# ---- ldpc_shift_sched ----
ldpc_shift_sched, cell outlines without signal wires:
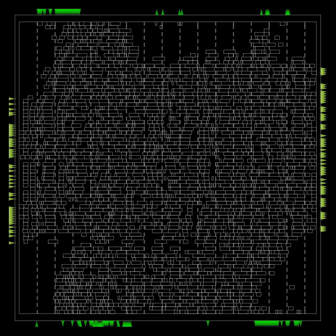

<file path="src/rtl/ldpc_sched_pkg.sv">
`default_nettype none
// ============================================================================
// ldpc_sched_pkg: shared types and latency helper for the LDPC shift scheduler.
// Rev 1.0
// ============================================================================
package ldpc_sched_pkg;

   // Tag index fields are sized for the largest supported base matrix.
   localparam int c_tag_idx_w = 16;

   typedef enum logic [1:0] {
      IDLE  = 2'd0,
      RUN   = 2'd1,
      DRAIN = 2'd2
   } sched_state_t;

   typedef struct packed {
      logic                   valid;
      logic [c_tag_idx_w-1:0] row;
      logic [c_tag_idx_w-1:0] col;
      logic                   row_end;
      logic                   last;
   } sched_tag_t;

   function automatic int sched_lat(input int maxz, input int stages);
      return ($clog2(maxz) + stages - 1) / stages;
   endfunction

endpackage
`default_nettype wire

</file>
<file path="src/rtl/ldpc_shift_sched_shifter.sv">
`default_nettype none
// ============================================================================
// pipelinedCircularShifter: log-depth right rotator modulo MAXZ, registered
// every PIPE_STAGES_PER_CYCLE mux levels and always at the last level. Rev 1.0
// ============================================================================
module pipelinedCircularShifter #(
   parameter int MAXZ                  = 81,
   parameter int PIPE_STAGES_PER_CYCLE = 1
) (
   input  logic                     CLK,
   input  logic                     rst_n,
   input  logic [MAXZ-1:0]          in_data,
   input  logic [$clog2(MAXZ)-1:0]  in_shift,
   output logic [MAXZ-1:0]          out_data
);
   localparam int c_sw = $clog2(MAXZ);

   logic [MAXZ-1:0] w_data  [0:c_sw];
   logic [c_sw-1:0] w_shift [0:c_sw];

   assign w_data[0]  = in_data;
   assign w_shift[0] = in_shift;

   generate
      for (genvar k = 0; k < c_sw; k++) begin : g_stage
         // Level k rotates by 2^k, reduced modulo the lifting size.
         localparam int c_amt = (1 << k) % MAXZ;
         logic [MAXZ-1:0] w_rot;
         logic [MAXZ-1:0] w_sel;

         for (genvar b = 0; b < MAXZ; b++) begin : g_bit
            assign w_rot[b] = w_data[k][(b + c_amt) % MAXZ];
         end

         assign w_sel = w_shift[k][k] ? w_rot : w_data[k];

         if (((k + 1) % PIPE_STAGES_PER_CYCLE == 0) || (k == c_sw - 1)) begin : g_reg
            logic [MAXZ-1:0] r_data;
            logic [c_sw-1:0] r_shift;
            always_ff @(posedge CLK) begin
               if (!rst_n) begin
                  r_data  <= '0;
                  r_shift <= '0;
               end else begin
                  r_data  <= w_sel;
                  r_shift <= w_shift[k];
               end
            end
            assign w_data[k+1]  = r_data;
            assign w_shift[k+1] = r_shift;
         end else begin : g_comb
            assign w_data[k+1]  = w_sel;
            assign w_shift[k+1] = w_shift[k];
         end
      end
   endgenerate

   assign out_data = w_data[c_sw];

endmodule
`default_nettype wire

</file>
<file path="src/rtl/ldpc_shift_sched.sv">
`default_nettype none
// ============================================================================
// ldpc_shift_sched: row-major base-matrix scan feeding a pipelined rotator with
// aligned slot tags. Define LDPC_SHIFT_SCHED_COUNT_EN for nnz_count. Rev 1.0
// ============================================================================
module ldpc_shift_sched
   import ldpc_sched_pkg::*;
#(
   parameter int MAXZ                  = 81,
   parameter int PIPE_STAGES_PER_CYCLE = 1,
   parameter int MB_ROWS               = 12,
   parameter int NB_COLS               = 24
) (
   input  logic                                    CLK,
   input  logic                                    rst_n,
   input  logic                                    start,
   input  logic                                    hold,
   output logic                                    bm_rd_en,
   output logic [$clog2(MB_ROWS*NB_COLS)-1:0]      bm_addr,
   output logic [$clog2(NB_COLS)-1:0]              col_addr,
   input  logic                                    bm_null,
   input  logic [$clog2(MAXZ)-1:0]                 bm_shift,
   input  logic [MAXZ-1:0]                         col_data,
   output logic                                    out_valid,
   output logic [MAXZ-1:0]                         out_data,
   output logic [$clog2(MB_ROWS)-1:0]              out_row,
   output logic [$clog2(NB_COLS)-1:0]              out_col,
   output logic                                    out_row_end,
   output logic                                    busy,
   output logic                                    done,
   output logic                                    err_shift,
   output logic [$clog2(MB_ROWS*NB_COLS+1)-1:0]    nnz_count
);
   localparam int c_sw     = $clog2(MAXZ);
   localparam int c_row_w  = $clog2(MB_ROWS);
   localparam int c_col_w  = $clog2(NB_COLS);
   localparam int c_addr_w = $clog2(MB_ROWS*NB_COLS);
   localparam int c_lat    = sched_lat(MAXZ, PIPE_STAGES_PER_CYCLE);

   sched_state_t        r_state;
   sched_state_t        w_state_nxt;
   logic                w_issue;
   logic                w_start;
   logic                w_last_entry;
   logic                w_shift_ok;
   logic [c_row_w-1:0]  r_row;
   logic [c_col_w-1:0]  r_col;
   logic [c_row_w-1:0]  r_iss_row;
   logic [c_col_w-1:0]  r_iss_col;
   logic                r_iss;
   logic                r_iss_last;
   logic                r_err;
   sched_tag_t          w_tag_in;
   sched_tag_t          w_tag [0:c_lat];

   assign w_start      = (r_state == IDLE) && start;
   assign w_last_entry = (r_row == c_row_w'(MB_ROWS-1)) && (r_col == c_col_w'(NB_COLS-1));

   always_ff @(posedge CLK) begin
      if (!rst_n) begin
         r_state <= IDLE;
      end else begin
         r_state <= w_state_nxt;
      end
   end

   always_comb begin
      w_state_nxt = r_state;
      w_issue     = 1'b0;
      case (r_state)
         IDLE: begin
            if (start) begin
               w_state_nxt = RUN;
            end
         end
         RUN: begin
            if (!hold) begin
               w_issue = 1'b1;
               if (w_last_entry) begin
                  w_state_nxt = DRAIN;
               end
            end
         end
         DRAIN: begin
            if (w_tag[c_lat].last) begin
               w_state_nxt = IDLE;
            end
         end
         default: w_state_nxt = IDLE;
      endcase
   end

   // Counters wrap to (0,0) on the final issue so IDLE always presents address 0.
   always_ff @(posedge CLK) begin
      if (!rst_n) begin
         r_row <= '0;
         r_col <= '0;
      end else if (w_start) begin
         r_row <= '0;
         r_col <= '0;
      end else if (w_issue) begin
         if (r_col == c_col_w'(NB_COLS-1)) begin
            r_col <= '0;
            r_row <= w_last_entry ? '0 : r_row + 1'b1;
         end else begin
            r_col <= r_col + 1'b1;
         end
      end
   end

   always_ff @(posedge CLK) begin
      if (!rst_n) begin
         r_iss      <= 1'b0;
         r_iss_row  <= '0;
         r_iss_col  <= '0;
         r_iss_last <= 1'b0;
      end else begin
         r_iss      <= w_issue;
         r_iss_row  <= r_row;
         r_iss_col  <= r_col;
         r_iss_last <= w_issue && w_last_entry;
      end
   end

   assign w_shift_ok = {1'b0, bm_shift} < (c_sw+1)'(MAXZ);

   // Slot tag is formed on the read-return cycle, in step with the shifter input.
   always_comb begin
      w_tag_in         = '0;
      w_tag_in.valid   = r_iss && !bm_null && w_shift_ok;
      w_tag_in.row     = c_tag_idx_w'(r_iss_row);
      w_tag_in.col     = c_tag_idx_w'(r_iss_col);
      w_tag_in.row_end = r_iss && (r_iss_col == c_col_w'(NB_COLS-1));
      w_tag_in.last    = r_iss_last;
   end

   assign w_tag[0] = w_tag_in;

   generate
      for (genvar i = 0; i < c_lat; i++) begin : g_tag_pipe
         sched_tag_t r_q;
         always_ff @(posedge CLK) begin
            if (!rst_n) begin
               r_q <= '0;
            end else begin
               r_q <= w_tag[i];
            end
         end
         assign w_tag[i+1] = r_q;
      end
   endgenerate

   always_ff @(posedge CLK) begin
      if (!rst_n) begin
         r_err <= 1'b0;
      end else if (w_start) begin
         r_err <= 1'b0;
      end else if (r_iss && !w_shift_ok) begin
         r_err <= 1'b1;
      end
   end

`ifdef LDPC_SHIFT_SCHED_COUNT_EN
   logic [$clog2(MB_ROWS*NB_COLS+1)-1:0] r_nnz;

   always_ff @(posedge CLK) begin
      if (!rst_n) begin
         r_nnz <= '0;
      end else if (w_start) begin
         r_nnz <= '0;
      end else if (w_tag_in.valid) begin
         r_nnz <= r_nnz + 1'b1;
      end
   end

   assign nnz_count = r_nnz;
`else
   assign nnz_count = '0;
`endif

   pipelinedCircularShifter #(
      .MAXZ                  (MAXZ),
      .PIPE_STAGES_PER_CYCLE (PIPE_STAGES_PER_CYCLE)
   ) u_shifter (
      .CLK      (CLK),
      .rst_n    (rst_n),
      .in_data  (col_data),
      .in_shift (bm_shift),
      .out_data (out_data)
   );

   assign bm_rd_en    = w_issue;
   assign bm_addr     = c_addr_w'(r_row) * c_addr_w'(NB_COLS) + c_addr_w'(r_col);
   assign col_addr    = r_col;
   assign out_valid   = w_tag[c_lat].valid;
   assign out_row     = w_tag[c_lat].row[c_row_w-1:0];
   assign out_col     = w_tag[c_lat].col[c_col_w-1:0];
   assign out_row_end = w_tag[c_lat].row_end;
   assign busy        = (r_state != IDLE);
   assign done        = (r_state == DRAIN) && w_tag[c_lat].last;
   assign err_shift   = r_err;

endmodule
`default_nettype wire

</file>
<file path="config.mk">
export PLATFORM = sky130hd
export DESIGN_NAME = ldpc_shift_sched
export DESIGN_NICKNAME = d
export VERILOG_FILES = /design/src/rtl/ldpc_sched_pkg.sv /design/src/rtl/ldpc_shift_sched_shifter.sv /design/src/rtl/ldpc_shift_sched.sv
export SDC_FILE = /design/constraint.sdc
export NUM_CORES = 1
export LEC_CHECK = 0
export ABC_AREA = 0
export CAP_MARGIN = 20
export CELL_PAD_IN_SITES_DETAIL_PLACEMENT = 0
export CELL_PAD_IN_SITES_GLOBAL_PLACEMENT = 1
export CORE_MARGIN = 3
export CORE_UTILIZATION = 45
export DETAILED_ROUTE_END_ITERATION = 7
export GPL_ROUTABILITY_DRIVEN = 0
export HOLD_SLACK_MARGIN = 0.15
export PLACE_DENSITY = 0.84
export SETUP_SLACK_MARGIN = 0.05
export SLEW_MARGIN = 30
export SYNTH_ARGS = -nofsm -noshare
export SYNTH_HDL_FRONTEND = slang
export SYNTH_SLANG_ARGS = --single-unit
</file>
<file path="constraint.sdc">
create_clock -name CLK -period 3.62 [get_ports CLK]
set_clock_uncertainty 0.15 [all_clocks]
set_input_delay 0.905 -clock CLK [delete_from_list [all_inputs] [get_ports CLK]]
set_output_delay 0.905 -clock CLK [all_outputs]
set_load 0.005 [all_outputs]
</file>
# ---- mem_port_arbiter_flat ----
$ cat config.mk
export PLATFORM = sky130hd
export DESIGN_NAME = mem_port_arbiter_flat
export DESIGN_NICKNAME = d
export VERILOG_FILES = /design/src/rtl/mem_arb_pkg.sv /design/src/rtl/mem_port_arbiter_if.sv /design/src/rtl/mem_lane_align.sv /design/src/rtl/mem_port_arbiter.sv /design/src/flat_wrapper.sv
export SDC_FILE = /design/constraint.sdc
export NUM_CORES = 1
export LEC_CHECK = 0
export ABC_AREA = 1
export CAP_MARGIN = 20
export CORE_ASPECT_RATIO = 1.5
export CORE_MARGIN = 4
export CORE_UTILIZATION = 40
export CTS_CLUSTER_SIZE = 12
export DETAILED_ROUTE_END_ITERATION = 8
export GPL_TIMING_DRIVEN = 0
export PLACE_DENSITY = 0.78
export SETUP_SLACK_MARGIN = 0.05
export SLEW_MARGIN = 25
export SYNTH_ARGS = -nofsm -noshare
export SYNTH_HDL_FRONTEND = slang
export SYNTH_SLANG_ARGS = --single-unit
$ cat constraint.sdc
create_clock -name clk_i -period 1.9 [get_ports clk_i]
set_input_delay 0.285 -clock clk_i [delete_from_list [all_inputs] [get_ports clk_i]]
set_output_delay 0.285 -clock clk_i [all_outputs]
set_load 0.01 [all_outputs]
$ cat src/rtl/mem_arb_pkg.sv
// ---------------------------------------------------------------------------
// mem_arb_pkg
// Shared types and constants for the instruction/data memory port arbiter:
//   arb_state_e  - arbiter FSM states (IDLE, BUSY_I, BUSY_D, DONE)
//   MEM_W_*      - data access width codes carried on dm_width_i
//   DW, LANES    - data width and number of byte lanes
// ---------------------------------------------------------------------------
package mem_arb_pkg;

    localparam int DW    = 32;
    localparam int LANES = DW / 8;

    typedef enum logic [1:0] {
        IDLE   = 2'd0,
        BUSY_I = 2'd1,
        BUSY_D = 2'd2,
        DONE   = 2'd3
    } arb_state_e;

    localparam logic [1:0] MEM_W_BYTE = 2'b00;
    localparam logic [1:0] MEM_W_HALF = 2'b01;
    localparam logic [1:0] MEM_W_WORD = 2'b10;
    localparam logic [1:0] MEM_W_ILL  = 2'b11;

endpackage

$ cat src/rtl/mem_port_arbiter_if.sv
// ---------------------------------------------------------------------------
// mem_port_arbiter_if
// Bundles the fetch (if_*), data (dm_*) and memory (mem_*) ports of the
// arbiter, plus a debug view of the arbiter FSM state.
//   modport master : the arbiter's view
//   modport slave  : the environment's view (pipeline stages + memory model)
// Handshake: a requester raises *_req_i with stable payload and holds it until
// the one-cycle *_ack_o pulse; the arbiter raises mem_req_o with stable payload
// and holds it until the memory returns a one-cycle mem_ack_i.
// ---------------------------------------------------------------------------
interface mem_port_arbiter_if #(
    parameter int AW = 32
) ();

    // instruction fetch side
    logic                      if_req_i;
    logic [AW-1:0]             if_addr_i;
    logic                      if_ack_o;
    logic [mem_arb_pkg::DW-1:0] if_rdata_o;

    // data access side
    logic                      dm_req_i;
    logic                      dm_we_i;
    logic [AW-1:0]             dm_addr_i;
    logic [1:0]                dm_width_i;
    logic                      dm_sext_i;
    logic [mem_arb_pkg::DW-1:0] dm_wdata_i;
    logic                      dm_ack_o;
    logic [mem_arb_pkg::DW-1:0] dm_rdata_o;
    logic                      dm_err_o;

    // memory side
    logic                         mem_req_o;
    logic                         mem_we_o;
    logic [AW-1:0]                mem_addr_o;
    logic [mem_arb_pkg::LANES-1:0] mem_be_o;
    logic [mem_arb_pkg::DW-1:0]    mem_wdata_o;
    logic                         mem_ack_i;
    logic [mem_arb_pkg::DW-1:0]    mem_rdata_i;

    // debug
    mem_arb_pkg::arb_state_e   arb_state_o;

    modport master (
        input  if_req_i, if_addr_i,
        output if_ack_o, if_rdata_o,
        input  dm_req_i, dm_we_i, dm_addr_i, dm_width_i, dm_sext_i, dm_wdata_i,
        output dm_ack_o, dm_rdata_o, dm_err_o,
        output mem_req_o, mem_we_o, mem_addr_o, mem_be_o, mem_wdata_o,
        input  mem_ack_i, mem_rdata_i,
        output arb_state_o
    );

    modport slave (
        output if_req_i, if_addr_i,
        input  if_ack_o, if_rdata_o,
        output dm_req_i, dm_we_i, dm_addr_i, dm_width_i, dm_sext_i, dm_wdata_i,
        input  dm_ack_o, dm_rdata_o, dm_err_o,
        input  mem_req_o, mem_we_o, mem_addr_o, mem_be_o, mem_wdata_o,
        output mem_ack_i, mem_rdata_i,
        input  arb_state_o
    );

endinterface

$ cat src/rtl/mem_lane_align.sv
// ---------------------------------------------------------------------------
// mem_lane_align (combinational)
// Maps a data access width and the low address bits onto the 4 byte lanes.
//   i_width    access width code (MEM_W_*)
//   i_lane     addr[1:0]
//   i_sext     1 sign-extend loads, 0 zero-extend
//   i_wdata    right-justified store data
//   i_rdata    raw memory read word
//   o_be       byte enables
//   o_misalign misaligned or illegal width
//   o_wdata    store data replicated across lanes
//   o_rdata    selected load lane, extended to 32 bits
// ---------------------------------------------------------------------------
module mem_lane_align
    import mem_arb_pkg::*;
(
    input  logic [1:0]       i_width,
    input  logic [1:0]       i_lane,
    input  logic             i_sext,
    input  logic [DW-1:0]    i_wdata,
    input  logic [DW-1:0]    i_rdata,
    output logic [LANES-1:0] o_be,
    output logic             o_misalign,
    output logic [DW-1:0]    o_wdata,
    output logic [DW-1:0]    o_rdata
);

    logic [DW-1:0] w_shifted;

    always_comb begin
        o_be       = '0;
        o_misalign = 1'b0;
        o_wdata    = i_wdata;
        o_rdata    = i_rdata;
        // bring the addressed lane down to bit 0
        w_shifted  = i_rdata >> {i_lane, 3'b000};
        case (i_width)
            MEM_W_BYTE: begin
                o_be    = 4'b0001 << i_lane;
                o_wdata = {4{i_wdata[7:0]}};
                o_rdata = {{24{i_sext & w_shifted[7]}}, w_shifted[7:0]};
            end
            MEM_W_HALF: begin
                o_be       = 4'b0011 << i_lane;
                o_misalign = i_lane[0];
                o_wdata    = {2{i_wdata[15:0]}};
                o_rdata    = {{16{i_sext & w_shifted[15]}}, w_shifted[15:0]};
            end
            MEM_W_WORD: begin
                o_be       = 4'b1111;
                o_misalign = |i_lane;
            end
            default: begin
                o_misalign = 1'b1;
            end
        endcase
    end

endmodule

$ cat src/rtl/mem_port_arbiter.sv
// ---------------------------------------------------------------------------
// mem_port_arbiter
// Shares one single-ported memory between instruction fetch and data access.
// Grants are registered in IDLE; the granted payload is held on the memory
// port through BUSY_x; the requester's ack pulses in DONE, which also acts as
// a bubble so the acked requester has dropped req before re-arbitration.
// Misaligned/illegal data accesses skip the memory and go IDLE -> DONE.
//   clk_i, rst_n_i  clock, asynchronous active-low reset
//   bus             mem_port_arbiter_if.master (fetch, data, memory, debug)
// Build option ARB_FAIR_EN: alternating D/I priority on contention
// (default: fixed D-over-I priority).
// ---------------------------------------------------------------------------
module mem_port_arbiter
    import mem_arb_pkg::*;
#(
    parameter int AW = 32
) (
    input  logic                clk_i,
    input  logic                rst_n_i,
    mem_port_arbiter_if.master  bus
);

    localparam logic [AW-1:0] WORD_MASK = ~(AW'(3));

    arb_state_e       r_state;
    arb_state_e       w_next;

    logic             r_is_d;
    logic             r_we;
    logic             r_err;
    logic             r_sext;
    logic [1:0]       r_width;
    logic [1:0]       r_lane;
    logic [AW-1:0]    r_addr;
    logic [LANES-1:0] r_be;
    logic [DW-1:0]    r_wdata;
    logic [DW-1:0]    r_rdata;

    logic             w_in_idle;
    logic             w_busy;
    logic             w_done;
    logic             w_pick_d;
    logic             w_grant_d;
    logic             w_grant_i;
    logic [1:0]       w_al_width;
    logic [1:0]       w_al_lane;
    logic             w_al_sext;
    logic [LANES-1:0] w_be;
    logic             w_misalign;
    logic [DW-1:0]    w_wdata_rep;
    logic [DW-1:0]    w_rdata_ext;

    assign w_in_idle = (r_state == IDLE);
    assign w_busy    = (r_state == BUSY_I) || (r_state == BUSY_D);
    assign w_done    = (r_state == DONE);

`ifdef ARB_FAIR_EN
    // 1 = last grant went to D; reset favours D on the first contest
    logic r_last_d;

    assign w_pick_d = bus.dm_req_i & (~bus.if_req_i | ~r_last_d);

    always_ff @(posedge clk_i or negedge rst_n_i) begin
        if (!rst_n_i) begin
            r_last_d <= 1'b0;
        end else if (w_in_idle && (bus.dm_req_i || bus.if_req_i)) begin
            r_last_d <= w_pick_d;
        end
    end
`else
    assign w_pick_d = bus.dm_req_i;
`endif

    assign w_grant_d = w_in_idle & w_pick_d;
    assign w_grant_i = w_in_idle & bus.if_req_i & ~w_pick_d;

    // In IDLE the aligner looks at the live request (grant, BE, misalign);
    // afterwards it looks at the captured access to extend the returned word.
    assign w_al_width = w_in_idle ? bus.dm_width_i     : r_width;
    assign w_al_lane  = w_in_idle ? bus.dm_addr_i[1:0] : r_lane;
    assign w_al_sext  = w_in_idle ? bus.dm_sext_i      : r_sext;

    mem_lane_align u_align (
        .i_width    (w_al_width),
        .i_lane     (w_al_lane),
        .i_sext     (w_al_sext),
        .i_wdata    (bus.dm_wdata_i),
        .i_rdata    (bus.mem_rdata_i),
        .o_be       (w_be),
        .o_misalign (w_misalign),
        .o_wdata    (w_wdata_rep),
        .o_rdata    (w_rdata_ext)
    );

    always_ff @(posedge clk_i or negedge rst_n_i) begin
        if (!rst_n_i) begin
            r_state <= IDLE;
        end else begin
            r_state <= w_next;
        end
    end

    always_comb begin
        w_next = r_state;
        case (r_state)
            IDLE: begin
                if (w_grant_d) begin
                    w_next = w_misalign ? DONE : BUSY_D;
                end else if (w_grant_i) begin
                    w_next = BUSY_I;
                end
            end
            BUSY_I, BUSY_D: begin
                if (bus.mem_ack_i) begin
                    w_next = DONE;
                end
            end
            default: begin
                w_next = IDLE;
            end
        endcase
    end

    always_ff @(posedge clk_i or negedge rst_n_i) begin
        if (!rst_n_i) begin
            r_is_d  <= 1'b0;
            r_we    <= 1'b0;
            r_err   <= 1'b0;
            r_sext  <= 1'b0;
            r_width <= '0;
            r_lane  <= '0;
            r_addr  <= '0;
            r_be    <= '0;
            r_wdata <= '0;
            r_rdata <= '0;
        end else begin
            case (r_state)
                IDLE: begin
                    if (w_grant_d) begin
                        r_is_d  <= 1'b1;
                        r_we    <= bus.dm_we_i;
                        r_err   <= w_misalign;
                        r_sext  <= bus.dm_sext_i;
                        r_width <= bus.dm_width_i;
                        r_lane  <= bus.dm_addr_i[1:0];
                        r_addr  <= bus.dm_addr_i & WORD_MASK;
                        r_be    <= w_be;
                        r_wdata <= w_wdata_rep;
                        r_rdata <= '0;
                    end else if (w_grant_i) begin
                        r_is_d  <= 1'b0;
                        r_we    <= 1'b0;
                        r_err   <= 1'b0;
                        r_addr  <= bus.if_addr_i & WORD_MASK;
                        r_be    <= '1;
                        r_wdata <= '0;
                        r_rdata <= '0;
                    end
                end
                BUSY_I: begin
                    if (bus.mem_ack_i) begin
                        r_rdata <= bus.mem_rdata_i;
                    end
                end
                BUSY_D: begin
                    if (bus.mem_ack_i) begin
                        r_rdata <= r_we ? '0 : w_rdata_ext;
                    end
                end
                default: begin
                end
            endcase
        end
    end

    assign bus.mem_req_o   = w_busy;
    assign bus.mem_we_o    = w_busy & r_we;
    assign bus.mem_addr_o  = w_busy ? r_addr  : '0;
    assign bus.mem_be_o    = w_busy ? r_be    : '0;
    assign bus.mem_wdata_o = w_busy ? r_wdata : '0;

    assign bus.if_ack_o    = w_done & ~r_is_d;
    assign bus.if_rdata_o  = bus.if_ack_o ? r_rdata : '0;
    assign bus.dm_ack_o    = w_done & r_is_d;
    assign bus.dm_rdata_o  = bus.dm_ack_o ? r_rdata : '0;
    assign bus.dm_err_o    = bus.dm_ack_o & r_err;

    assign bus.arb_state_o = r_state;

endmodule

$ cat src/flat_wrapper.sv
// flat-port wrapper written by rule: the top's interface ports become plain ports
module mem_port_arbiter_flat import mem_arb_pkg::*;
#(
    parameter int AW = 32
)
  (clk_i, rst_n_i, bus_if_req_i, bus_if_addr_i, bus_if_ack_o, bus_if_rdata_o, bus_dm_req_i, bus_dm_we_i, bus_dm_addr_i, bus_dm_width_i, bus_dm_sext_i, bus_dm_wdata_i, bus_dm_ack_o, bus_dm_rdata_o, bus_dm_err_o, bus_mem_req_o, bus_mem_we_o, bus_mem_addr_o, bus_mem_be_o, bus_mem_wdata_o, bus_mem_ack_i, bus_mem_rdata_i, bus_arb_state_o);
  mem_port_arbiter_if #(.AW(AW)) bus_i ();
  input  logic clk_i;
  input  logic rst_n_i;
  input wire logic [$bits(bus_i.if_req_i)-1:0] bus_if_req_i;
  input wire logic [$bits(bus_i.if_addr_i)-1:0] bus_if_addr_i;
  output wire logic [$bits(bus_i.if_ack_o)-1:0] bus_if_ack_o;
  output wire logic [$bits(bus_i.if_rdata_o)-1:0] bus_if_rdata_o;
  input wire logic [$bits(bus_i.dm_req_i)-1:0] bus_dm_req_i;
  input wire logic [$bits(bus_i.dm_we_i)-1:0] bus_dm_we_i;
  input wire logic [$bits(bus_i.dm_addr_i)-1:0] bus_dm_addr_i;
  input wire logic [$bits(bus_i.dm_width_i)-1:0] bus_dm_width_i;
  input wire logic [$bits(bus_i.dm_sext_i)-1:0] bus_dm_sext_i;
  input wire logic [$bits(bus_i.dm_wdata_i)-1:0] bus_dm_wdata_i;
  output wire logic [$bits(bus_i.dm_ack_o)-1:0] bus_dm_ack_o;
  output wire logic [$bits(bus_i.dm_rdata_o)-1:0] bus_dm_rdata_o;
  output wire logic [$bits(bus_i.dm_err_o)-1:0] bus_dm_err_o;
  output wire logic [$bits(bus_i.mem_req_o)-1:0] bus_mem_req_o;
  output wire logic [$bits(bus_i.mem_we_o)-1:0] bus_mem_we_o;
  output wire logic [$bits(bus_i.mem_addr_o)-1:0] bus_mem_addr_o;
  output wire logic [$bits(bus_i.mem_be_o)-1:0] bus_mem_be_o;
  output wire logic [$bits(bus_i.mem_wdata_o)-1:0] bus_mem_wdata_o;
  input wire logic [$bits(bus_i.mem_ack_i)-1:0] bus_mem_ack_i;
  input wire logic [$bits(bus_i.mem_rdata_i)-1:0] bus_mem_rdata_i;
  output wire logic [$bits(bus_i.arb_state_o)-1:0] bus_arb_state_o;
  assign bus_i.if_req_i = bus_if_req_i;
  assign bus_i.if_addr_i = bus_if_addr_i;
  assign bus_if_ack_o = bus_i.if_ack_o;
  assign bus_if_rdata_o = bus_i.if_rdata_o;
  assign bus_i.dm_req_i = bus_dm_req_i;
  assign bus_i.dm_we_i = bus_dm_we_i;
  assign bus_i.dm_addr_i = bus_dm_addr_i;
  assign bus_i.dm_width_i = bus_dm_width_i;
  assign bus_i.dm_sext_i = bus_dm_sext_i;
  assign bus_i.dm_wdata_i = bus_dm_wdata_i;
  assign bus_dm_ack_o = bus_i.dm_ack_o;
  assign bus_dm_rdata_o = bus_i.dm_rdata_o;
  assign bus_dm_err_o = bus_i.dm_err_o;
  assign bus_mem_req_o = bus_i.mem_req_o;
  assign bus_mem_we_o = bus_i.mem_we_o;
  assign bus_mem_addr_o = bus_i.mem_addr_o;
  assign bus_mem_be_o = bus_i.mem_be_o;
  assign bus_mem_wdata_o = bus_i.mem_wdata_o;
  assign bus_i.mem_ack_i = bus_mem_ack_i;
  assign bus_i.mem_rdata_i = bus_mem_rdata_i;
  assign bus_arb_state_o = bus_i.arb_state_o;
  mem_port_arbiter #(.AW(AW)) u_core (.clk_i(clk_i), .rst_n_i(rst_n_i), .bus(bus_i));
endmodule
# ---- ux_dequant_expand_pipe ----
$ cat src/rtl/ux_dequant_expand_pipe.sv
// Re-expands a rounded signed word to full width by appending restored fraction bits
// (zero, half-LSB or LFSR dither), behind a valid/ready register stage with a skid buffer.
module ux_dequant_expand_pipe #(
  parameter int WordLength  = 32,
  parameter int RoundLength = 16
) (
  input  logic                                      CLK,
  input  logic                                      RESET,
  input  logic                                      CE,
  input  logic                                      in_valid,
  output logic                                      in_ready,
  input  logic signed [WordLength-RoundLength-1:0]  x,
  input  logic        [1:0]                         mode,
  output logic                                      out_valid,
  input  logic                                      out_ready,
  output logic signed [WordLength-1:0]              y
);

  localparam int              XW        = WordLength - RoundLength;
  localparam logic [15:0]     LFSR_SEED = 16'hACE1;

  function automatic logic [RoundLength-1:0] fill_bits(input logic [1:0]  m,
                                                       input logic [15:0] l);
    logic [RoundLength-1:0] f;
    f = '0;
    case (m)
      2'd1:    f = {1'b1, {(RoundLength-1){1'b0}}};
      2'd2:    f = l[RoundLength-1:0];
      default: f = '0;
    endcase
    return f;
  endfunction

  // The narrowed word forms the upper bits untouched, so the sign carries over and no saturation exists.
  function automatic logic signed [WordLength-1:0] expand(input logic signed [XW-1:0]         xv,
                                                          input logic        [RoundLength-1:0] f);
    return $signed({xv, f});
  endfunction

  function automatic logic [15:0] lfsr_step(input logic [15:0] l);
    return {l[0] ^ l[2] ^ l[3] ^ l[5], l[15:1]};
  endfunction

  logic [15:0]                   lfsr;
  logic                          vld_p1;
  logic signed [WordLength-1:0]  data_p1;
  logic                          skid_vld_p1;
  logic signed [WordLength-1:0]  skid_p1;

  logic                          in_xfer;
  logic                          out_free;
  logic signed [WordLength-1:0]  exp_p0;

  // Stage p0: expansion on the input side, dither taken from the pre-step LFSR value
  assign in_xfer  = CE & in_valid & ~skid_vld_p1;
  assign out_free = ~vld_p1 | out_ready;
  assign exp_p0   = expand(x, fill_bits(mode, lfsr));

  // Stage p1: output register plus one-deep skid; skid fills only while the output is stalled
  always_ff @(posedge CLK) begin
    if (!RESET) begin
      vld_p1      <= 1'b0;
      data_p1     <= '0;
      skid_vld_p1 <= 1'b0;
      lfsr        <= LFSR_SEED;
    end else if (CE) begin
      if (in_xfer) begin
        lfsr <= lfsr_step(lfsr);
      end
      if (out_free) begin
        if (skid_vld_p1) begin
          data_p1     <= skid_p1;
          vld_p1      <= 1'b1;
          skid_vld_p1 <= 1'b0;
        end else if (in_xfer) begin
          data_p1 <= exp_p0;
          vld_p1  <= 1'b1;
        end else begin
          vld_p1 <= 1'b0;
        end
      end else if (in_xfer) begin
        skid_vld_p1 <= 1'b1;
      end
    end
  end

  always_ff @(posedge CLK) begin
    if (CE && !out_free && in_xfer) begin
      skid_p1 <= exp_p0;
    end
  end

  assign in_ready  = CE & ~skid_vld_p1;
  assign out_valid = CE & vld_p1;
  assign y         = data_p1;

endmodule

$ cat config.mk
export PLATFORM = sky130hd
export DESIGN_NAME = ux_dequant_expand_pipe
export DESIGN_NICKNAME = d
export VERILOG_FILES = /design/src/rtl/ux_dequant_expand_pipe.sv
export SDC_FILE = /design/constraint.sdc
export NUM_CORES = 1
export LEC_CHECK = 0
export ABC_AREA = 0
export CAP_MARGIN = 0
export CORE_MARGIN = 5
export CORE_UTILIZATION = 40
export CTS_BUF_LIST = sky130_fd_sc_hd__clkbuf_16
export DETAILED_ROUTE_END_ITERATION = 10
export GPL_TIMING_DRIVEN = 0
export PLACE_DENSITY = 0.73
export SYNTH_ARGS = -nofsm -noshare
export SYNTH_HDL_FRONTEND = slang
export SYNTH_SLANG_ARGS = --single-unit
$ cat constraint.sdc
create_clock -name CLK -period 4.35 [get_ports CLK]
set_input_delay 0.435 -clock CLK [delete_from_list [all_inputs] [get_ports CLK]]
set_output_delay 0.435 -clock CLK [all_outputs]
set_load 0.005 [all_outputs]
# ---- status_ctrl ----
==> src/rtl/status_ctrl.sv <==
// STATUS register update arbiter for PIC16F: merges ALU/file writes with
// watchdog and RUN/SLEEP/WAKE power-state events into one write port.
module status_ctrl #(
  parameter int WDT_WIDTH   = 16,
  parameter int WAKE_CYCLES = 4
) (
  input  logic       clk,
  input  logic       rst,
  input  logic [7:0] status_cur,
  input  logic       file_wr,
  input  logic [7:0] file_wr_data,
  input  logic [2:0] alu_flag_wr,
  input  logic [2:0] alu_flags,
  input  logic       instr_sleep,
  input  logic       instr_clrwdt,
  input  logic       wdt_en,
  input  logic       wake_event,
  output logic       status_wr,
  output logic [7:0] status_reg_in,
  output logic       cpu_stall,
  output logic       sleeping,
  output logic       wdt_reset
);

  typedef enum logic [1:0] {ST_RUN, ST_SLEEP, ST_WAKE} state_t;

  localparam logic [7:0] WAKE_LAST = 8'(WAKE_CYCLES - 1);

  state_t               r_state;
  logic [WDT_WIDTH-1:0] r_wdt;
  logic [7:0]           r_wake_cnt;

  logic       w_timeout;
  logic [7:0] w_merge;

  // WAKE holds the counter at zero, so a timeout can only arise in RUN or SLEEP
  assign w_timeout = wdt_en && (r_state != ST_WAKE) && (&r_wdt);

  always_comb begin
    w_merge[7:5] = file_wr ? file_wr_data[7:5] : status_cur[7:5];
    w_merge[4:3] = status_cur[4:3];
    for (int i = 0; i < 3; i++) begin
      if (alu_flag_wr[i])
        w_merge[i] = alu_flags[i];
      else if (file_wr)
        w_merge[i] = file_wr_data[i];
      else
        w_merge[i] = status_cur[i];
    end
  end

  always_comb begin
    status_wr     = 1'b0;
    status_reg_in = w_merge;
    wdt_reset     = 1'b0;
    if (rst) begin
      status_wr     = 1'b1;
      status_reg_in = 8'h18;
    end else begin
      case (r_state)
        ST_RUN: begin
          if (instr_sleep) begin
            status_wr     = 1'b1;
            status_reg_in = {w_merge[7:5], 2'b10, w_merge[2:0]};
          end else if (instr_clrwdt) begin
            status_wr     = 1'b1;
            status_reg_in = {w_merge[7:5], 2'b11, w_merge[2:0]};
          end else if (w_timeout) begin
            status_wr     = 1'b1;
            status_reg_in = {3'b000, 2'b01, status_cur[2:0]};
            wdt_reset     = 1'b1;
          end else begin
            status_wr = file_wr || (|alu_flag_wr);
          end
        end
        ST_SLEEP: begin
          if (w_timeout) begin
            status_wr     = 1'b1;
            status_reg_in = {status_cur[7:5], 2'b00, status_cur[2:0]};
          end
        end
        default: ;
      endcase
    end
  end

  assign cpu_stall = !rst && (r_state != ST_RUN);
  assign sleeping  = !rst && (r_state == ST_SLEEP);

  always_ff @(posedge clk) begin
    if (rst) begin
      r_state    <= ST_RUN;
      r_wdt      <= '0;
      r_wake_cnt <= '0;
    end else begin
      case (r_state)
        ST_RUN: begin
          r_wake_cnt <= '0;
          if (instr_sleep) begin
            r_state <= ST_SLEEP;
            r_wdt   <= '0;
          end else if (instr_clrwdt || w_timeout || !wdt_en) begin
            r_wdt <= '0;
          end else begin
            r_wdt <= r_wdt + WDT_WIDTH'(1);
          end
        end
        ST_SLEEP: begin
          r_wake_cnt <= '0;
          if (w_timeout || wake_event) begin
            r_state <= ST_WAKE;
            r_wdt   <= '0;
          end else if (!wdt_en) begin
            r_wdt <= '0;
          end else begin
            r_wdt <= r_wdt + WDT_WIDTH'(1);
          end
        end
        ST_WAKE: begin
          r_wdt <= '0;
          if (r_wake_cnt == WAKE_LAST) begin
            r_state    <= ST_RUN;
            r_wake_cnt <= '0;
          end else begin
            r_wake_cnt <= r_wake_cnt + 8'd1;
          end
        end
        default: begin
          r_state    <= ST_RUN;
          r_wdt      <= '0;
          r_wake_cnt <= '0;
        end
      endcase
    end
  end

endmodule

==> config.mk <==
export PLATFORM = sky130hd
export DESIGN_NAME = status_ctrl
export DESIGN_NICKNAME = d
export VERILOG_FILES = /design/src/rtl/status_ctrl.sv
export SDC_FILE = /design/constraint.sdc
export NUM_CORES = 1
export LEC_CHECK = 0
export CAP_MARGIN = 10
export CORE_AREA = 2 2 70 72
export CTS_CLUSTER_SIZE = 30
export DETAILED_ROUTE_END_ITERATION = 10
export DIE_AREA = 0 0 72 74
export PLACE_DENSITY = 0.71
export SETUP_SLACK_MARGIN = 0.4
export SYNTH_ARGS = -nofsm -noshare
export SYNTH_HDL_FRONTEND = slang
export SYNTH_SLANG_ARGS = --single-unit
==> constraint.sdc <==
create_clock -name clk -period 2.3 [get_ports clk]
set_clock_uncertainty 0.1 [all_clocks]
set_input_delay 0.23 -clock clk [delete_from_list [all_inputs] [get_ports clk]]
set_output_delay 0.23 -clock clk [all_outputs]
set_load 0.02 [all_outputs]

## Gallery

Cell outlines without signal wires.
(a)
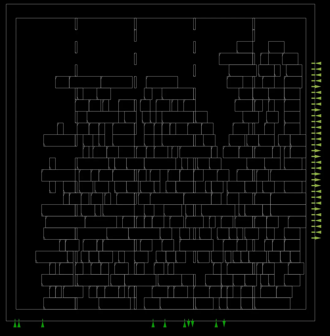
(b)
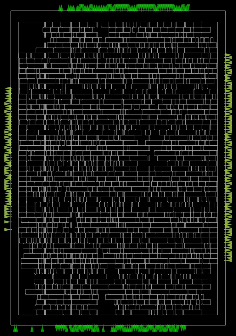
(c)
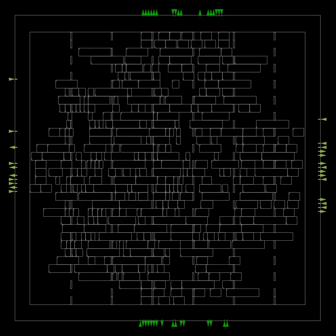
| picture | from |
|---|---|
| (a) | status_ctrl |
| (c) | ux_dequant_expand_pipe |
| (b) | mem_port_arbiter_flat |
- fewest cells: (a)

ux_dequant_expand_pipe, cell area per tile:
(4 px per um) 10 x 10 tiles, from dark blue (low) to red (high), 0 to 100% covered.
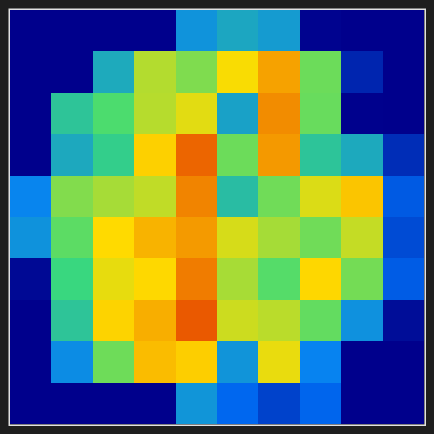
fullest tile = 90%
densest ninth of the die = middle
mean over tiles = 41%
tiles over 75% full = 18%
nearly empty tiles = 25%

==> impl_metrics.yaml, ux_dequant_expand_pipe <==
# implementation run metrics
critical_path:
  critPathTopFamily: "buffers and inverters"
  launching_element_type_of_the_critical_path: "input pin"
  critical_path.cell_chain: "clkdlybuf4s50_1 > clkbuf_1 > clkbuf_1 > nor2b_1 > clkdlybuf4s50_1"
power_and_ir_drop:
  power_frac_comb_pct: 12.7
  power.share.clock_pct: 40.0
  powerDensity_nw_per_um2: 402
layout:
  seq_area_sq_um: 1960
  layout.area.top_class: "sequential cells"
  postLayoutCoreUtil_pct: 52.1
final_timing:
  fmax_mhz: 336
yosys:
  synth_adder_area_share_pct: 0.714
  synth_area_leader_cell: "sky130_fd_sc_hd__dfxtp_1"
  syn_area_sq_um: 3510
cts:
  ctsRootBufferMaster: "sky130_fd_sc_hd__clkbuf_16"
  tritoncts_clock_tree: "done"
run_status:
  status: "finished, final reports clean"
flow_run:
  max_cap_viol_count: 0
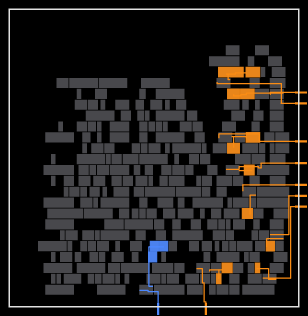
status_ctrl: nets reached from selected ports
(4 px per um)
blue -> wake_event  # bits 1, direction input, edge bottom, end cells 3, buffers 1, wire 22.6 um
orange -> status_cur  # bits 8, direction input, edge 7 right, 1 bottom, end cells 12, buffers 8, wire 197 um
Top Ports: 41
IO Port Bufs: 38

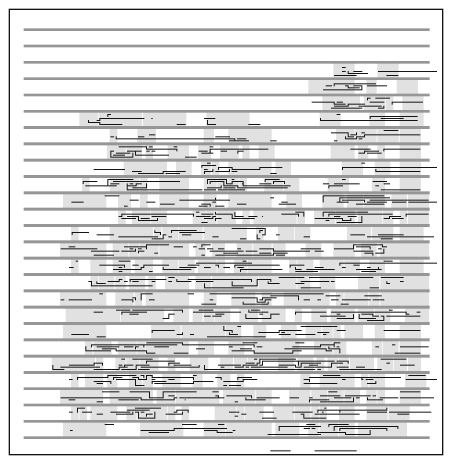
status_ctrl: M1 wires
(6 px per um) Supply wires on this layer in gray.
main direction = horizontal
nets with wire on the layer = 267
wire length on this layer = 1770 um
longest straight run = 19.8 um
share of all routed wire = 44%

==> impl_metrics.yaml, status_ctrl <==
# implementation run metrics
final_timing:
  hold_slack_ps: 395
  timing.max_slew.rel_slack_pct: 72.1
  fmax_mhz: 445
  fin_crit_ps: 2250
  setup_violations: 0
power_and_ir_drop:
  internal_power_mw: 0.751
  worst_ir_drop_vdd_v: 0.000257
  power_frac_comb_pct: 24.8
yosys:
  yosys_warns: 0
  yosys-top-cells-area: "sky130_fd_sc_hd__dfxtp_1 33%, sky130_fd_sc_hd__xor2_1 7.9%, sky130_fd_sc_hd__nor2_1 6.0%"
  yosys_most_used_dff: "sky130_fd_sc_hd__dfxtp_1"
  simple_gate_area_share_pct: 28.4
  post_synth_xor_area_fraction_pct: 9.57
  synth-seq-cells: 26
  synth.top_cells.by_count: "26 x sky130_fd_sc_hd__dfxtp_1, 25 x sky130_fd_sc_hd__nor2_1, 14 x sky130_fd_sc_hd__xor2_1, 11 x sky130_fd_sc_hd__nand3_1, 11 x sky130_fd_sc_hd__o21ai_0"
  syn_nets: 219
  synth.most_common_cell: "sky130_fd_sc_hd__dfxtp_1"
layout:
  final-clk-cell-share_pct: 2.21
  combined_area_of_the_multi_input_logic_cells_sq_um: 1070
  most_used_logic_cell_in_the_final_layout: "sky130_fd_sc_hd__buf_4"
  layout-drive-gt1-share_pct: 31.7
  area_share_nonclk_buffers_pct: 29.8
  largest_register_ffs: 16
  antenna_diodes: 0
run_status:
  status: "finished, final reports clean"
floorplan:
  width_of_the_die_um: 72
  fp.dieH_um: 74
critical_path:
  type_of_destination_of_the_critical_path: "output port"
  regToRegStartpoint: "r_wdt[1]"
  critical_path_top_delay_cell: "sky130_fd_sc_hd__o41a_1"
  worst_setup_path_startpoint: "r_wdt[0]"
  worst-r2r-setup-slack_ps: 450
routing:
  route.layer.met1.wl_um: 1770
  viasPerCell: 5.03
  dr_wl_met3_um: 219
cts:
  htreeDepth: 1
  clock.latency.late_pin_ps: 260
  ctsRootBufferMaster: "sky130_fd_sc_hd__clkbuf_8"
  clock_sinks: 26
global_routing:
  met2_usage_pct: 29.2
  grt_max_degree: 16
  use_met1_pct: 19.5
  wire_length_of_the_first_global_routing_pass_um: 7090
min_path:
  worstHoldStart: "r_wake_cnt[0]"
  hold_class: "flop to flop"
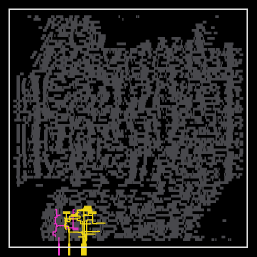
ldpc_shift_sched: nets reached from selected ports
(1 px per um)
yellow -> col_addr  # bits 5, direction output, edge bottom, end cells 5, buffers 5, wire 378 um
magenta -> bm_rd_en  # bits 1, direction output, edge bottom, end cells 1, buffers 1, wire 96.0 um
IO Port Bufs: 202
Top Ports: 212

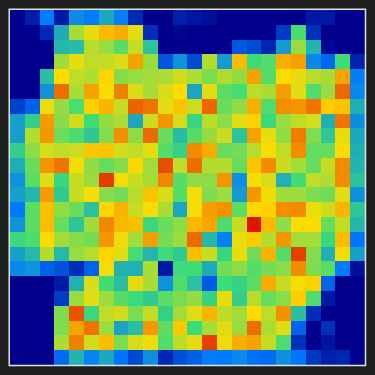
ldpc_shift_sched: cell area per tile
(1.5 px per um) 24 x 24 tiles, from dark blue (low) to red (high), 0 to 100% covered.
fullest tile = 98%
mean over tiles = 50%
nearly empty tiles = 13%
tiles over 75% full = 18%

## Picture notes: 'cell outlines without signal wires' of ldpc_shift_sched
Core Rows: 83
number of well taps: 680
utilization of the core after routing: 55.3%
Seq cells: 695

==> impl_metrics.yaml, ldpc_shift_sched <==
# implementation run metrics
run_status:
  status: "finished with violations"
  violations: "negative setup slack"
critical_path:
  cp_data_required_time_ps: 2560
  critical_path.reg2reg.endpoint: "r_row[0]"
  worst_ep_arrival_time_ps: 2590
  worst_setup_path_startpoint: "r_row[0]"
routing:
  viasPerCell: 4.61
  top_layer_used: "met4"
  drt.antenna.violating_nets: 0
  route.layer.met1.wl_um: 22800
  wirelength_um: 47100
layout:
  area_share_nonclk_buffers_pct: 8.12
  multi_input_comb_cells: 1348
  nNetsFinal: 2453
placement:
  detailedPlacementHpwl_um: 34800
  pre_cts_setup_slack_ps: 4.26
  placement_stage_cell_area_sq_um: 26400
yosys:
  post_synth_xor_area_fraction_pct: 0.183
  enable_flop_cells: 0
  synth.top_cell.area_share_pct: 58.2
  yosys-top-cells-area: "sky130_fd_sc_hd__dfxtp_1 58%, sky130_fd_sc_hd__mux2i_1 24%, sky130_fd_sc_hd__nor2_1 9.2%"
  syn_area_sq_um: 23900
  synth_compound_gate_area_share_pct: 0.685
min_path:
  worstHoldStart: "u_shifter.g_stage[2].g_reg.r_shift[4]"
  hold_path_end: "u_shifter.g_stage[3].g_reg.r_shift[4]"
cts:
  htreeDepth: 3
  cts_max_path_buffers: 3
final_timing:
  hold_violations: 0
  worst_slack_ps: -29.1
  setup_violations: 2
  hold_slack_ps: 272
  slew_violations: 0
  timing.max_slew.rel_slack_pct: 39.9
floorplan:
  placeableCoreArea_sq_um: 51900
  fp_util_pct: 46.1
  width_of_the_die_um: 237
  floorplan.die_area_sq_um: 55900
global_routing:
  first_global_vias: 14389
  met2_usage_pct: 26.2
power_and_ir_drop:
  p_switching_mw: 3.24
  total_power_mw: 15.7
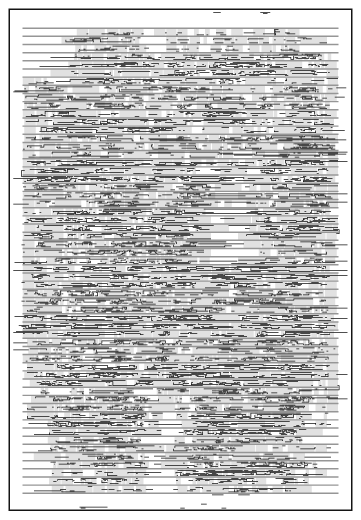
mem_port_arbiter_flat: M1 wires
(3 px per um) Supply wires on this layer in gray.
nets with wire on the layer = 1382
share of all routed wire = 33%
main direction = horizontal
longest straight run = 30.4 um
wire length on this layer = 10900 um

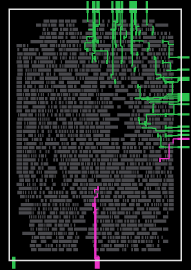
mem_port_arbiter_flat: nets reached from selected ports
(1.5 px per um)
magenta -> bus_mem_be_o  # bits 4, direction output, edge 3 bottom, 1 right, end cells 4, buffers 4, wire 151 um
green -> bus_if_addr_i  # bits 32, direction input, edge 16 top, 14 right, 2 bottom, end cells 30, buffers 30, wire 842 um
Top Ports: 276
IO Port Bufs: 271

==> impl_metrics.yaml, mem_port_arbiter_flat <==
# implementation run metrics
run_status:
  status: "finished with violations"
  violations: "negative setup slack"
floorplan:
  fp.dieH_um: 167
  rows: 57
yosys:
  synth-seq-cells: 108
  synth.most_common_cell: "sky130_fd_sc_hd__nand2_1"
  synth.top_cell.area_share_pct: 40.3
  simple_gate_area_share_pct: 30.3
  syn_area_sq_um: 6700
  synth_area_leader_cell: "sky130_fd_sc_hd__dfrtp_1"
final_timing:
  fin_crit_ps: 2190
  setup_violations: 178
  worst_clk_skew_ps: 16.4
  fmax_mhz: 456
  worst_slack_ps: -291
cts:
  tritoncts_buffers: 9
  tritoncts_clock_tree: "done"
  clock_sinks: 108
layout:
  seq_area_sq_um: 2710
  biggestRegsByFlops: "u_core.r_rdata (32), u_core.r_wdata (32), u_core.r_addr (30)"
  area_share_nonclk_buffers_pct: 34.9
  final-clk-cell-share_pct: 2.29
  area.share.combinational_pct: 35.6
  post_route_design_area_sq_um: 13100
critical_path:
  critical_path.max_stage_delay_ps: 440
  critPathTopFamily: "AND-OR/OR-AND gates"
  launching_element_type_of_the_critical_path: "flop"
  cp_max_fo: 10
  type_of_destination_of_the_critical_path: "flop"
power_and_ir_drop:
  p_leak_nw: 6.53
  power_leader: "combinational logic"
  p_switching_mw: 12.3
  pwr.group.sequential_mw: 4.01
  pwr.group.clock_mw: 1.95
global_routing:
  use_met1_pct: 32.9
  grt_use_total_pct: 30.2
  met2_usage_pct: 53.4
routing:
  num_vias: 8773
  dr_wl_met3_um: 2220
  first_iter_violations: 576
placement:
  pre_cts_setup_slack_ps: -741


## Gallery

Cells colored by class.
panel A
(2 px per um)
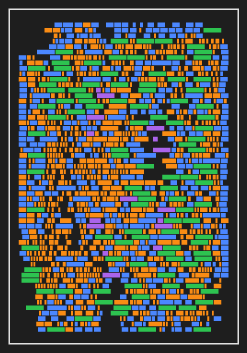
panel B
(1.5 px per um)
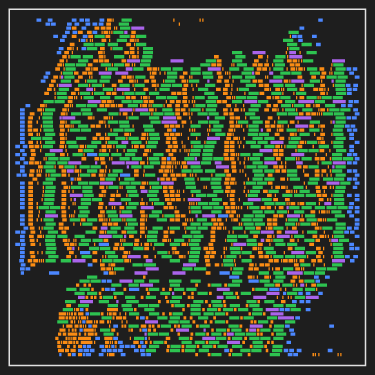
panel C
(4 px per um)
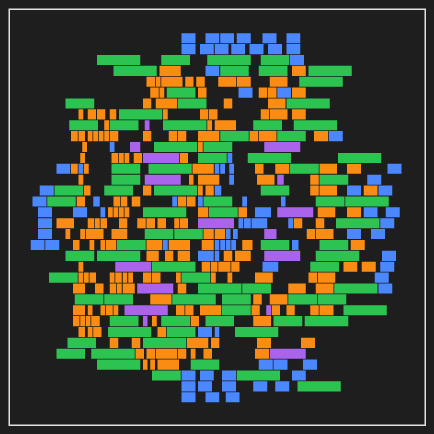
panel D
(4 px per um)
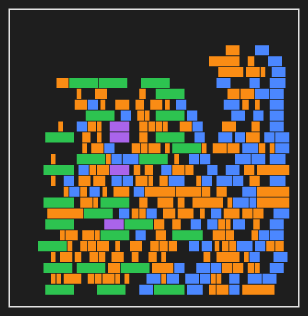
panel A: mem_port_arbiter_flat
panel B: ldpc_shift_sched
panel D: status_ctrl
panel C: ux_dequant_expand_pipe
- largest die: panel B
- fewest sequential cells: panel D

Key to panel B:
blue -> remaining buffers and delay cells  # cells 227
purple -> clock drivers and dummy loads  # cells 119
green -> sequential cells  # cells 695
orange -> combinational and other logic  # cells 1359

